# design 1

### Placement view, design 1

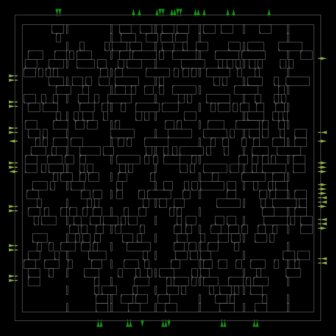

$ cat src/rtl/sub_chain_16bit_unsigned.sv
// sub_chain_16bit_unsigned: streaming multi-limb unsigned subtractor, one 16-bit limb per transfer,
// borrow chained LSB-first, one-deep registered output with ready/valid handshakes.
module sub_chain_16bit_unsigned #(
    parameter int MAX_LIMBS = 16
) (
    input  logic        clk,
    input  logic        rst,
    input  logic        in_valid,
    output logic        in_ready,
    input  logic [15:0] in_a,
    input  logic [15:0] in_b,
    input  logic        in_last,
    output logic        out_valid,
    input  logic        out_ready,
    output logic [15:0] out_diff,
    output logic        out_borrow,
    output logic        out_last,
    output logic [3:0]  out_idx,
    output logic        err_len
);
    typedef enum logic {IDLE, MID} state_t;
    state_t      state;
    logic [3:0]  limb_cnt;
    logic        borrow_q;
    logic        take;
    logic        at_max;
    logic        done;
    logic        borrow_in;
    logic [16:0] t;
    assign in_ready  = !out_valid || out_ready;
    assign take      = in_valid && in_ready;
    assign borrow_in = (state == MID) && borrow_q;
    assign t         = {1'b0, in_a} - {1'b0, in_b} - {16'd0, borrow_in};
    assign at_max    = limb_cnt == 4'(MAX_LIMBS - 1);
    // A limb at the length ceiling closes the operation even without in_last.
    assign done      = in_last || at_max;
    always_ff @(posedge clk) begin
        if (rst) begin
            state      <= IDLE;
            limb_cnt   <= 4'd0;
            borrow_q   <= 1'b0;
            out_valid  <= 1'b0;
            out_diff   <= 16'd0;
            out_borrow <= 1'b0;
            out_last   <= 1'b0;
            out_idx    <= 4'd0;
            err_len    <= 1'b0;
        end else if (take) begin
            out_valid  <= 1'b1;
            out_diff   <= t[15:0];
            out_borrow <= t[16];
            out_last   <= done;
            out_idx    <= limb_cnt;
            err_len    <= err_len || (at_max && !in_last);
            state      <= done ? IDLE : MID;
            borrow_q   <= done ? 1'b0 : t[16];
            limb_cnt   <= done ? 4'd0 : limb_cnt + 4'd1;
        end else if (out_ready) begin
            out_valid  <= 1'b0;
        end
    end
endmodule
$ cat config.mk
export PLATFORM = sky130hd
export DESIGN_NAME = sub_chain_16bit_unsigned
export DESIGN_NICKNAME = d
export VERILOG_FILES = /design/src/rtl/sub_chain_16bit_unsigned.sv
export SDC_FILE = /design/constraint.sdc
export NUM_CORES = 1
export LEC_CHECK = 0
export CELL_PAD_IN_SITES_DETAIL_PLACEMENT = 1
export CELL_PAD_IN_SITES_GLOBAL_PLACEMENT = 2
export CORE_MARGIN = 2
export CORE_UTILIZATION = 27
export CTS_CLUSTER_DIAMETER = 150
export DETAILED_ROUTE_END_ITERATION = 8
export GPL_TIMING_DRIVEN = 0
export PLACE_DENSITY_LB_ADDON = 0.1
export SKIP_LAST_GASP = 1
export SLEW_MARGIN = 5
export SYNTH_ARGS = -nofsm -noshare
export SYNTH_HDL_FRONTEND = slang
export SYNTH_SLANG_ARGS = --single-unit
$ cat constraint.sdc
create_clock -name clk -period 3.3 [get_ports clk]
set_input_delay 0.66 -clock clk [delete_from_list [all_inputs] [get_ports clk]]
set_output_delay 0.66 -clock clk [all_outputs]
set_load 0.05 [all_outputs]
# design 2

===== config.mk =====
export PLATFORM = sky130hd
export DESIGN_NAME = hazard_scoreboard_flat
export DESIGN_NICKNAME = d
export VERILOG_FILES = /design/src/rtl/cpu_pkg.sv /design/src/rtl/hazard_scoreboard_if.sv /design/src/rtl/scoreboard_entry.sv /design/src/rtl/hazard_scoreboard.sv /design/src/flat_wrapper.sv
export SDC_FILE = /design/constraint.sdc
export NUM_CORES = 1
export LEC_CHECK = 0
export CORE_UTILIZATION = 30
export CTS_CLUSTER_DIAMETER = 30
export DETAILED_ROUTE_END_ITERATION = 12
export GPL_TIMING_DRIVEN = 0
export PLACE_DENSITY = 0.58
export SLEW_MARGIN = 20
export SYNTH_ARGS = -nofsm -noshare
export SYNTH_HDL_FRONTEND = slang
export SYNTH_SLANG_ARGS = --single-unit

===== constraint.sdc =====
create_clock -name clk_i -period 9.7 [get_ports clk_i]
set_clock_uncertainty 0.2 [all_clocks]
set_input_delay 1.94 -clock clk_i [delete_from_list [all_inputs] [get_ports clk_i]]
set_output_delay 1.94 -clock clk_i [all_outputs]
set_load 0.01 [all_outputs]

===== src/rtl/cpu_pkg.sv =====
// rtl/cpu_pkg.sv - shared CPU constants for register-file geometry and result latencies
package cpu_pkg;

  localparam int NUM_REGS = 32;
  localparam int ADDR_W   = 5;
  localparam int LAT_W    = 3;

  // Result latencies driven onto ID_Latency_i by the decoder.
  localparam logic [LAT_W-1:0] LAT_ALU  = 3'd0;
  localparam logic [LAT_W-1:0] LAT_LOAD = 3'd1;
  localparam logic [LAT_W-1:0] LAT_MUL  = 3'd3;

endpackage


===== src/rtl/hazard_scoreboard_if.sv =====
// rtl/hazard_scoreboard_if.sv - ID-stage operand/issue bundle between decoder and hazard scoreboard
interface hazard_scoreboard_if;
  import cpu_pkg::*;

  logic [ADDR_W-1:0]   ID_RSaddr_i;
  logic [ADDR_W-1:0]   ID_RTaddr_i;
  logic                ID_RSuse_i;
  logic                ID_RTuse_i;
  logic [ADDR_W-1:0]   ID_RDaddr_i;
  logic                ID_RegWrite_i;
  logic [LAT_W-1:0]    ID_Latency_i;
  logic                issue_i;
  logic                Stall_o;
  logic [NUM_REGS-1:0] Pending_o;

  // Decoder side: presents the ID instruction, receives the stall.
  modport master (
    output ID_RSaddr_i, ID_RTaddr_i, ID_RSuse_i, ID_RTuse_i,
    output ID_RDaddr_i, ID_RegWrite_i, ID_Latency_i, issue_i,
    input  Stall_o, Pending_o
  );

  // Scoreboard side.
  modport slave (
    input  ID_RSaddr_i, ID_RTaddr_i, ID_RSuse_i, ID_RTuse_i,
    input  ID_RDaddr_i, ID_RegWrite_i, ID_Latency_i, issue_i,
    output Stall_o, Pending_o
  );

endinterface


===== src/rtl/scoreboard_entry.sv =====
// rtl/scoreboard_entry.sv - one per-register latency countdown with load and nonzero flag
module scoreboard_entry
  import cpu_pkg::*;
(
  input  logic             clk_i,
  input  logic             rst_i,
  input  logic             load_i,
  input  logic [LAT_W-1:0] lat_i,
  output logic [LAT_W-1:0] cnt_o,
  output logic             busy_o
);

  logic [LAT_W-1:0] cnt_q;
  logic [LAT_W-1:0] cnt_d;

  // Next count: a fresh issue reloads, otherwise count down and saturate at zero.
  always_comb begin
    cnt_d = cnt_q;
    if (load_i) begin
      cnt_d = lat_i;
    end else if (cnt_q != '0) begin
      cnt_d = cnt_q - LAT_W'(1);
    end
  end

  // Counter register; reset discards any outstanding result immediately.
  always_ff @(posedge clk_i or posedge rst_i) begin
    if (rst_i) begin
      cnt_q <= '0;
    end else begin
      cnt_q <= cnt_d;
    end
  end

  assign cnt_o  = cnt_q;
  assign busy_o = (cnt_q != '0);

endmodule


===== src/rtl/hazard_scoreboard.sv =====
// rtl/hazard_scoreboard.sv - RAW/WAW stall generation from per-register result countdowns
module hazard_scoreboard
  import cpu_pkg::*;
(
  input  logic              clk_i,
  input  logic              rst_i,
  hazard_scoreboard_if.slave sb
);

  logic [LAT_W-1:0]    cnt [NUM_REGS];
  logic [NUM_REGS-1:0] busy;
  logic [NUM_REGS-1:1] load_en;
  logic [LAT_W-1:0]    rs_cnt;
  logic [LAT_W-1:0]    rt_cnt;
  logic [LAT_W-1:0]    rd_cnt;
  logic                raw_stall;
  logic                waw_stall;
  logic                stall;
  logic                eff_issue;

  // Register zero is hard-wired, so it never has a pending result.
  assign cnt[0]  = '0;
  assign busy[0] = 1'b0;

  generate
    for (genvar r = 1; r < NUM_REGS; r++) begin : g_entry
      scoreboard_entry u_entry (
        .clk_i  (clk_i),
        .rst_i  (rst_i),
        .load_i (load_en[r]),
        .lat_i  (sb.ID_Latency_i),
        .cnt_o  (cnt[r]),
        .busy_o (busy[r])
      );
    end
  endgenerate

  // Read the remaining latency of each operand and of the destination.
  always_comb begin
    rs_cnt = cnt[sb.ID_RSaddr_i];
    rt_cnt = cnt[sb.ID_RTaddr_i];
    rd_cnt = cnt[sb.ID_RDaddr_i];
  end

  // Stall on a source not yet forwardable, or on a destination whose older
  // write would land after this one.
  always_comb begin
    raw_stall = (sb.ID_RSuse_i && (sb.ID_RSaddr_i != '0) && (rs_cnt != '0)) ||
                (sb.ID_RTuse_i && (sb.ID_RTaddr_i != '0) && (rt_cnt != '0));
    waw_stall = sb.ID_RegWrite_i && (sb.ID_RDaddr_i != '0) && (rd_cnt > sb.ID_Latency_i);
    stall     = raw_stall || waw_stall;
    eff_issue = sb.issue_i && !stall;
  end

  // One-hot load enable for the destination of an issue that actually advances.
  always_comb begin
    load_en = '0;
    for (int r = 1; r < NUM_REGS; r++) begin
      load_en[r] = eff_issue && sb.ID_RegWrite_i && (sb.ID_RDaddr_i == ADDR_W'(r));
    end
  end

  assign sb.Stall_o   = stall;
  assign sb.Pending_o = busy;

endmodule


===== src/flat_wrapper.sv =====
// flat-port wrapper written by rule: the top's interface ports become plain ports
module hazard_scoreboard_flat import cpu_pkg::*;
  (clk_i, rst_i, sb_ID_RSaddr_i, sb_ID_RTaddr_i, sb_ID_RSuse_i, sb_ID_RTuse_i, sb_ID_RDaddr_i, sb_ID_RegWrite_i, sb_ID_Latency_i, sb_issue_i, sb_Stall_o, sb_Pending_o);
  hazard_scoreboard_if sb_i ();
  input  logic clk_i;
  input  logic rst_i;
  input wire logic [$bits(sb_i.ID_RSaddr_i)-1:0] sb_ID_RSaddr_i;
  input wire logic [$bits(sb_i.ID_RTaddr_i)-1:0] sb_ID_RTaddr_i;
  input wire logic [$bits(sb_i.ID_RSuse_i)-1:0] sb_ID_RSuse_i;
  input wire logic [$bits(sb_i.ID_RTuse_i)-1:0] sb_ID_RTuse_i;
  input wire logic [$bits(sb_i.ID_RDaddr_i)-1:0] sb_ID_RDaddr_i;
  input wire logic [$bits(sb_i.ID_RegWrite_i)-1:0] sb_ID_RegWrite_i;
  input wire logic [$bits(sb_i.ID_Latency_i)-1:0] sb_ID_Latency_i;
  input wire logic [$bits(sb_i.issue_i)-1:0] sb_issue_i;
  output wire logic [$bits(sb_i.Stall_o)-1:0] sb_Stall_o;
  output wire logic [$bits(sb_i.Pending_o)-1:0] sb_Pending_o;
  assign sb_i.ID_RSaddr_i = sb_ID_RSaddr_i;
  assign sb_i.ID_RTaddr_i = sb_ID_RTaddr_i;
  assign sb_i.ID_RSuse_i = sb_ID_RSuse_i;
  assign sb_i.ID_RTuse_i = sb_ID_RTuse_i;
  assign sb_i.ID_RDaddr_i = sb_ID_RDaddr_i;
  assign sb_i.ID_RegWrite_i = sb_ID_RegWrite_i;
  assign sb_i.ID_Latency_i = sb_ID_Latency_i;
  assign sb_i.issue_i = sb_issue_i;
  assign sb_Stall_o = sb_i.Stall_o;
  assign sb_Pending_o = sb_i.Pending_o;
  hazard_scoreboard u_core (.clk_i(clk_i), .rst_i(rst_i), .sb(sb_i));
endmodule

### Selected gate families, design 1

Bar = 20 µm.
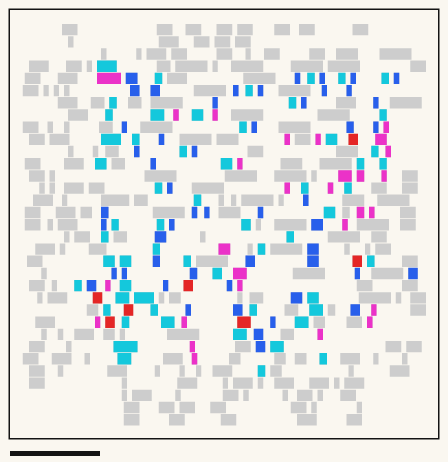
Key: inverting AOI/OAI gates = cyan [cells 57, most used a21oi_1]; AND and OR gates = red [cells 7]; NOR gates = magenta [cells 28, most used nor2_1]; NAND gates = blue [cells 51, most used nand2_1]

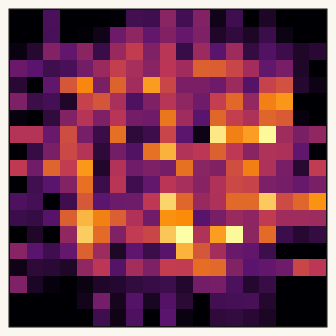
*Signal metal coverage by tile, design 1*
19 x 19 tiles, from black (low) to pale yellow (high), scaled to the fullest tile. Values are wire area over tile area, all layers added.
15% of the tiles are nearly empty. The fullest tile reaches 0.31. The mean over all tiles is 0.098. 22% of the tiles are over half the peak. The densest ninth of the die: right middle.

About 'Placement view' of design 1:
flop share of the area: 19.43%
Flops: 30
# fillers: 1,004
final core area utilization: 37.80%

==> flow_metrics.env, design 1 <==
# implementation run metrics
export IMPL_grt_max_degree=11
export IMPL_grt_util_all_layers_pct=13.83
export IMPL_cts_tree="done"
export IMPL_fp_util_pct=27.66
export IMPL_finalMaxSlewViolations=0
export IMPL_dp_hpwl_mm=4.761
export IMPL_holdPathEnd="out_idx[1]"
export IMPL_ys_cells=289
export IMPL_num_multi_input_gates=200
export IMPL_detail_route_first_pass_iterations=4
export IMPL_synthDominantCellAreaShare_pct=26.56
export IMPL_fin_crit_ns=3.089
export IMPL_cp_startpoint="in_b[0]"
export IMPL_ir_drop_mv=0.1297
export IMPL_yosys_area_um2=2261
export IMPL_pwr_share_seq_pct=32.4
export IMPL_synthFlopType="dfxtp_1"
export IMPL_start_kind="input port"
export IMPL_worst_r2r_setup_slack_ns=0.69
export IMPL_yosysMostFrequentCell="inv_1"
export IMPL_numPortBuffers=60
export IMPL_comb_share_pct=46.48
export IMPL_cts_sink_count=30
export IMPL_fin_cells=462
export IMPL_status="completed"
export IMPL_crit_type="input port to flop"
export IMPL_ff2ff_path_depth=9
export IMPL_drive_gt1_share_pct=5.042
[design 1: registers in the layout, summed over array words and instances (netlist names)]
name,cells
limb_cnt,4
out_valid,1
out_idx,4
out_last,1
err_len,1
out_borrow,1
borrow_q,1
state,1
out_diff,16
[design 1: worst max-delay path, cell delays in order]
cell and delay [ns]:
clkdlybuf4s50_1 0.45, inv_1 0.05, fa_1 0.43, fa_1 0.40, nand2b_1 0.21, a31oi_2 0.29, o211ai_1 0.20, a41oi_1 0.28
xor2_1 0.20, o21ai_1 0.07
[design 1: power by group through the flow]
stage	Clock, µW	Sequential, µW	Combinational, µW
3_3_place_gp	0	422	554
6_report	306	412	554
4_1_cts	316	414	562
5_1_grt	333	416	618
2_1_floorplan	0	515	284
3_5_place_dp	0	422	558
[design 1: logic make-up (layout without fill, tap and decap cells)]
family / Yosys count / after routing / share of synthesized area, %
AOI/OAI and AO/OA: 69 / 69 / 20.81
xor gates and xnor gates: 10 / 10 / 3.874
adders and majority gates: 33 / 33 / 18.93
buffers and inverters: 59 / 127 / 10.18
DFF: 30 / 30 / 26.56
muxes: 2 / 2 / 0.8855
and+or+nand+nor: 86 / 86 / 18.76
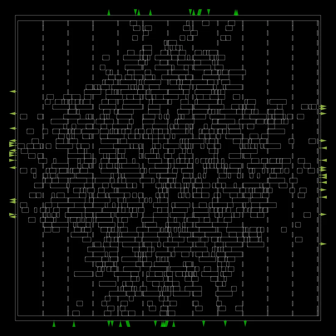
*Placement view, design 2*
row count: 60
final core area utilization: 35.59%
# fillers: 2,807
flop share of the area: 24.06%
core area: 27,180 µm²

==> flow_metrics.env, design 2 <==
# implementation run metrics
export IMPL_antenna_cells=0
export IMPL_fin_setup_tns_ns=0
export IMPL_holdCritStartpoint="u_core.g_entry[10].u_entry.cnt_o[2]"
export IMPL_gp_congestion=0.9394
export IMPL_crit_type="input port to primary output"
export IMPL_worst_r2r_setup_slack_ns=5.27
export IMPL_yosys_top_cells_count="mux2i_1 (94), dfrtp_1 (93), inv_1 (72)"
export IMPL_numCtsBuffers=9
export IMPL_setup_viol=0
export IMPL_cts_tree="done"
export IMPL_status="completed"
export IMPL_cts_buffer_depth=2
export IMPL_simple_gate_share_pct=18.68
export IMPL_largest_register_ffs=93
export IMPL_top_layer_used="met4"
export IMPL_endpoint="sb_Stall_o"
export IMPL_ys_sh_adder_pct=9.728
export IMPL_cts_sink_count=93
export IMPL_hold_viol=0
export IMPL_synthArstFlopShare_pct=100.0
export IMPL_ff2ff_path_depth=12
export IMPL_lay_top_count="mux2i_1"
export IMPL_met3_usage_pct=2.993
export IMPL_vias=6368
export IMPL_layout_setup_ws_ns=0.4518
export IMPL_seq_area_frac_synth_pct=27.84
export IMPL_cp_num_cells=14
export IMPL_clock_fmax_ghz=0.1081
export IMPL_leakage_uw=0.004351
export IMPL_fin_crit_ns=9.248
export IMPL_grt_pass1_vias=6335
export IMPL_route_met3_wl_mm=1.366
export IMPL_wl_met2_mm=10.14
export IMPL_antenna_found_initial=0
-- design 2: worst min-delay path: cells and delay by family (launching register included) --
family  cells  cell delay, ns
DFF         1            0.40
muxes       2            0.21
-- design 2: per-stage QoR --
stage | hold slack (ns) | cells | util [%] | total power, µW | cell area [µm²]
floorplan | 0.3656 | 813 | - | 2044 | 8361
global placement | 0.4135 | 1233 | 34.24 | 2440 | 9306
detailed placement | 0.4342 | 1234 | 34.36 | 2485 | 9339
CTS | 0.4494 | 1250 | 35.59 | 2901 | 9673
global route | 0.5078 | 1250 | 35.59 | 3144 | 9673
finish | 0.4473 | 1250 | 35.59 | 2887 | 9673
-- design 2: where the power goes --
group / internal [µW] / switching (µW) / total [µW] / leakage [µW]
Clock: 240 / 161 / 401 / 0.000162
Sequential: 606 / 254 / 859 / 0.00109
Combinational: 850 / 777 / 1630 / 0.00310
Total: 1700 / 1190 / 2890 / 0.00435
-- design 2: final cells by class --
type                            instances  area, µm²
Buffer                                 66      446.7
Sequential cell                        93       2327
Inverter                               72      275.3
Timing Repair Buffer                   49      508.0
Tap cell                              372      465.4
Clock inverter                          5      81.33
Clock buffer                           11      252.7
Fill cell                            2807      17500
Multi-Input combinational cell        582       5316

# design 3

## config.mk

```make
export PLATFORM = sky130hd
export DESIGN_NAME = bank_router
export DESIGN_NICKNAME = d
export VERILOG_FILES = /design/src/rtl/bank_router.sv
export SDC_FILE = /design/constraint.sdc
export NUM_CORES = 1
export LEC_CHECK = 0
export CAP_MARGIN = 20
export CORE_AREA = 2 2 412 414
export CTS_CLUSTER_SIZE = 12
export DETAILED_ROUTE_END_ITERATION = 6
export DIE_AREA = 0 0 414 416
export SETUP_SLACK_MARGIN = 0.4
export SYNTH_ARGS = -nofsm -noshare
export SYNTH_HDL_FRONTEND = slang
export SYNTH_SLANG_ARGS = --single-unit
```

## constraint.sdc

```tcl
create_clock -name clk -period 5.75 [get_ports clk]
set_clock_uncertainty 0.05 [all_clocks]
set_input_delay 0.575 -clock clk [delete_from_list [all_inputs] [get_ports clk]]
set_output_delay 0.575 -clock clk [all_outputs]
set_load 0.02 [all_outputs]
```

## src/rtl/bank_router.sv

```systemverilog
// bank_router: registered, handshaked selector forwarding one of POY input banks per beat
// Optional feature: define ROUTER_PAD_EN to add pad_mask (beats from masked banks emit zeros).
// Ports:
//   clk, rst                                   clock, synchronous active-high reset
//   cfg_start, cfg_rot, cfg_bank, cfg_len      run setup, latched on cfg_start while idle
//   in_valid, in_ready, idata                  input handshake, POY banks of BUFW lanes
//   out_valid, out_ready, odata, out_bank,     registered output beat with its bank index
//   out_last                                   and final-beat flag
//   busy, done, err                            running, end-of-run pulse, bad-bank pulse
//   pad_mask (ROUTER_PAD_EN only)              per-bank zero-pad select, latched at start
module bank_router #(
   parameter int DW = 8,
   parameter int POY = 3,
   parameter int BUFW = 32,
   localparam int BANKW = $clog2(POY)
) (
   input  logic                                clk,
   input  logic                                rst,
`ifdef ROUTER_PAD_EN
   input  logic [POY-1:0]                      pad_mask,
`endif
   input  logic                                cfg_start,
   input  logic                                cfg_rot,
   input  logic [BANKW-1:0]                    cfg_bank,
   input  logic [15:0]                         cfg_len,
   input  logic                                in_valid,
   output logic                                in_ready,
   input  logic [POY-1:0][BUFW-1:0][DW-1:0]    idata,
   output logic                                out_valid,
   input  logic                                out_ready,
   output logic [BUFW-1:0][DW-1:0]             odata,
   output logic [BANKW-1:0]                    out_bank,
   output logic                                out_last,
   output logic                                busy,
   output logic                                done,
   output logic                                err
);
   typedef enum logic [1:0] {IDLE, RUN, DRAIN} state_t;
   state_t state;
   logic rot;
   logic [BANKW-1:0] cur_bank;
   logic [15:0] len;
   logic [15:0] beat_cnt;
   logic in_acc;
   logic out_acc;
   logic last_beat;
   logic [BUFW-1:0][DW-1:0] sel;
`ifdef ROUTER_PAD_EN
   logic [POY-1:0] pad;
   assign sel = pad[cur_bank] ? '0 : idata[cur_bank];
`else
   assign sel = idata[cur_bank];
`endif
   // no skid buffer: a new beat is taken only when the output register is free or draining
   assign in_ready = state == RUN && (!out_valid || out_ready);
   assign in_acc = in_valid && in_ready;
   assign out_acc = out_valid && out_ready;
   assign last_beat = beat_cnt == len - 16'd1;
   assign busy = state != IDLE;
   always_ff @(posedge clk) begin
      if (rst) begin
         state <= IDLE;
         rot <= 1'b0;
         cur_bank <= '0;
         len <= '0;
         beat_cnt <= '0;
         odata <= '0;
         out_bank <= '0;
         out_valid <= 1'b0;
         out_last <= 1'b0;
         done <= 1'b0;
         err <= 1'b0;
`ifdef ROUTER_PAD_EN
         pad <= '0;
`endif
      end else begin
         done <= 1'b0;
         err <= 1'b0;
         if (in_acc) begin
            odata <= sel;
            out_bank <= cur_bank;
            out_valid <= 1'b1;
            out_last <= last_beat;
            beat_cnt <= beat_cnt + 16'd1;
            if (rot) cur_bank <= cur_bank == BANKW'(POY - 1) ? '0 : cur_bank + BANKW'(1);
         end else if (out_acc) begin
            // odata is held; only the qualifiers drop
            out_valid <= 1'b0;
            out_last <= 1'b0;
         end
         case (state)
            IDLE: if (cfg_start) begin
               // bad bank is checked first so err wins over a zero-length run
               if (int'(cfg_bank) >= POY) err <= 1'b1;
               else if (cfg_len == 16'd0) done <= 1'b1;
               else begin
                  state <= RUN;
                  rot <= cfg_rot;
                  cur_bank <= cfg_bank;
                  len <= cfg_len;
                  beat_cnt <= '0;
`ifdef ROUTER_PAD_EN
                  pad <= pad_mask;
`endif
               end
            end
            RUN: if (in_acc && last_beat) state <= DRAIN;
            DRAIN: if (out_acc && out_last) begin
               state <= IDLE;
               done <= 1'b1;
            end
            default: state <= IDLE;
         endcase
      end
   end
endmodule

```

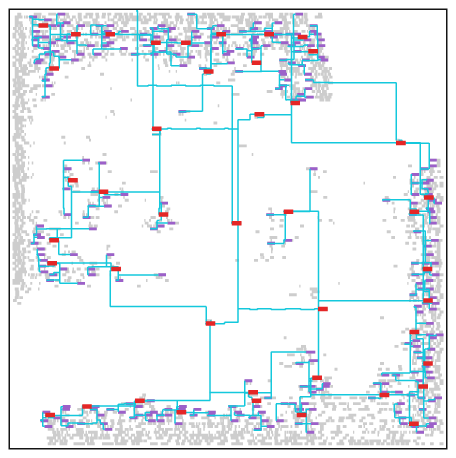
*Clock network drawn from the DEF, design 3*
Key: flip-flops = purple [count 299]; cells driving clock nets = red [count 43]; clock wires = cyan [length 6,720 µm]
There are 44 routed clock nets. Position of the flops: spread over the die.

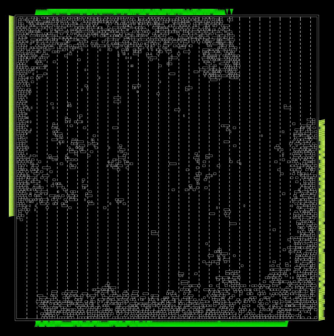
*Placement view, design 3*
Flops: 299
Non-Filler Instances: 5,182
flop share of the area: 19.89%

==> flow_metrics.env <==
# implementation run metrics
export IMPL_status="completed"
export IMPL_grt_util_all_layers_pct=14.36
export IMPL_clockPowerShare_pct=38.0
export IMPL_cp_arrival_ns=3.52
export IMPL_fp_dieW_um=414
export IMPL_largest_cell_class="buffers"
export IMPL_yosysTopAreaCell="dfxtp_1"
export IMPL_numPortBuffers=1055
export IMPL_holdCritStartpoint="out_bank[0]"
export IMPL_grt_overflow_total=0
export IMPL_comb_share_pct=29.98
export IMPL_holdPathEnd="out_bank[0]"
export IMPL_ff2ff_path_depth=8
export IMPL_layout_setup_ws_ns=2.697
export IMPL_finalCritPeriodShare_pct=53.09
==> per-layer routing <==
metal | global-route usage (%) | routed length [µm] | up-vias
met1 | 17.41 | 53160 | 8817
met4 | 5.203 | 5318 | 24
met5 | 0 | 166 | -
met3 | 4.169 | 10210 | 255
met2 | 24.01 | 60400 | 888
li1 | - | - | 8939
==> cells by family after synthesis <==
kind of cell	share of synthesized area [%]
xor gates and xnor gates	2.220
adders and majority gates	0.1585
DFF	37.92
and+or+nand+nor	16.07
buffers and inverters	5.089
muxes	17.31
AOI/OAI and AO/OA	21.23
==> registers in the layout (all words and copies together) (netlist names) <==
| register | count |
|---|---|
| out_valid | 1 |
| cur_bank | 2 |
| rot | 1 |
| err | 1 |
| state | 2 |
| out_last | 1 |
| beat_cnt | 16 |
| len | 16 |
| done | 1 |
| out_bank | 2 |
| odata | 256 |
==> power by group through the flow <==
stage / clock [µW] / combinational (µW) / sequential, µW
after global routing: 2920 / 2300 / 2320
after CTS: 2870 / 2180 / 2310
after global placement: 0 / 2160 / 2350
after floorplan: 0 / 794 / 2450
after detailed placement: 0 / 2170 / 2350
final: 2730 / 2150 / 2310

No activity file was given, so power comes from the tool's default toggle rates.
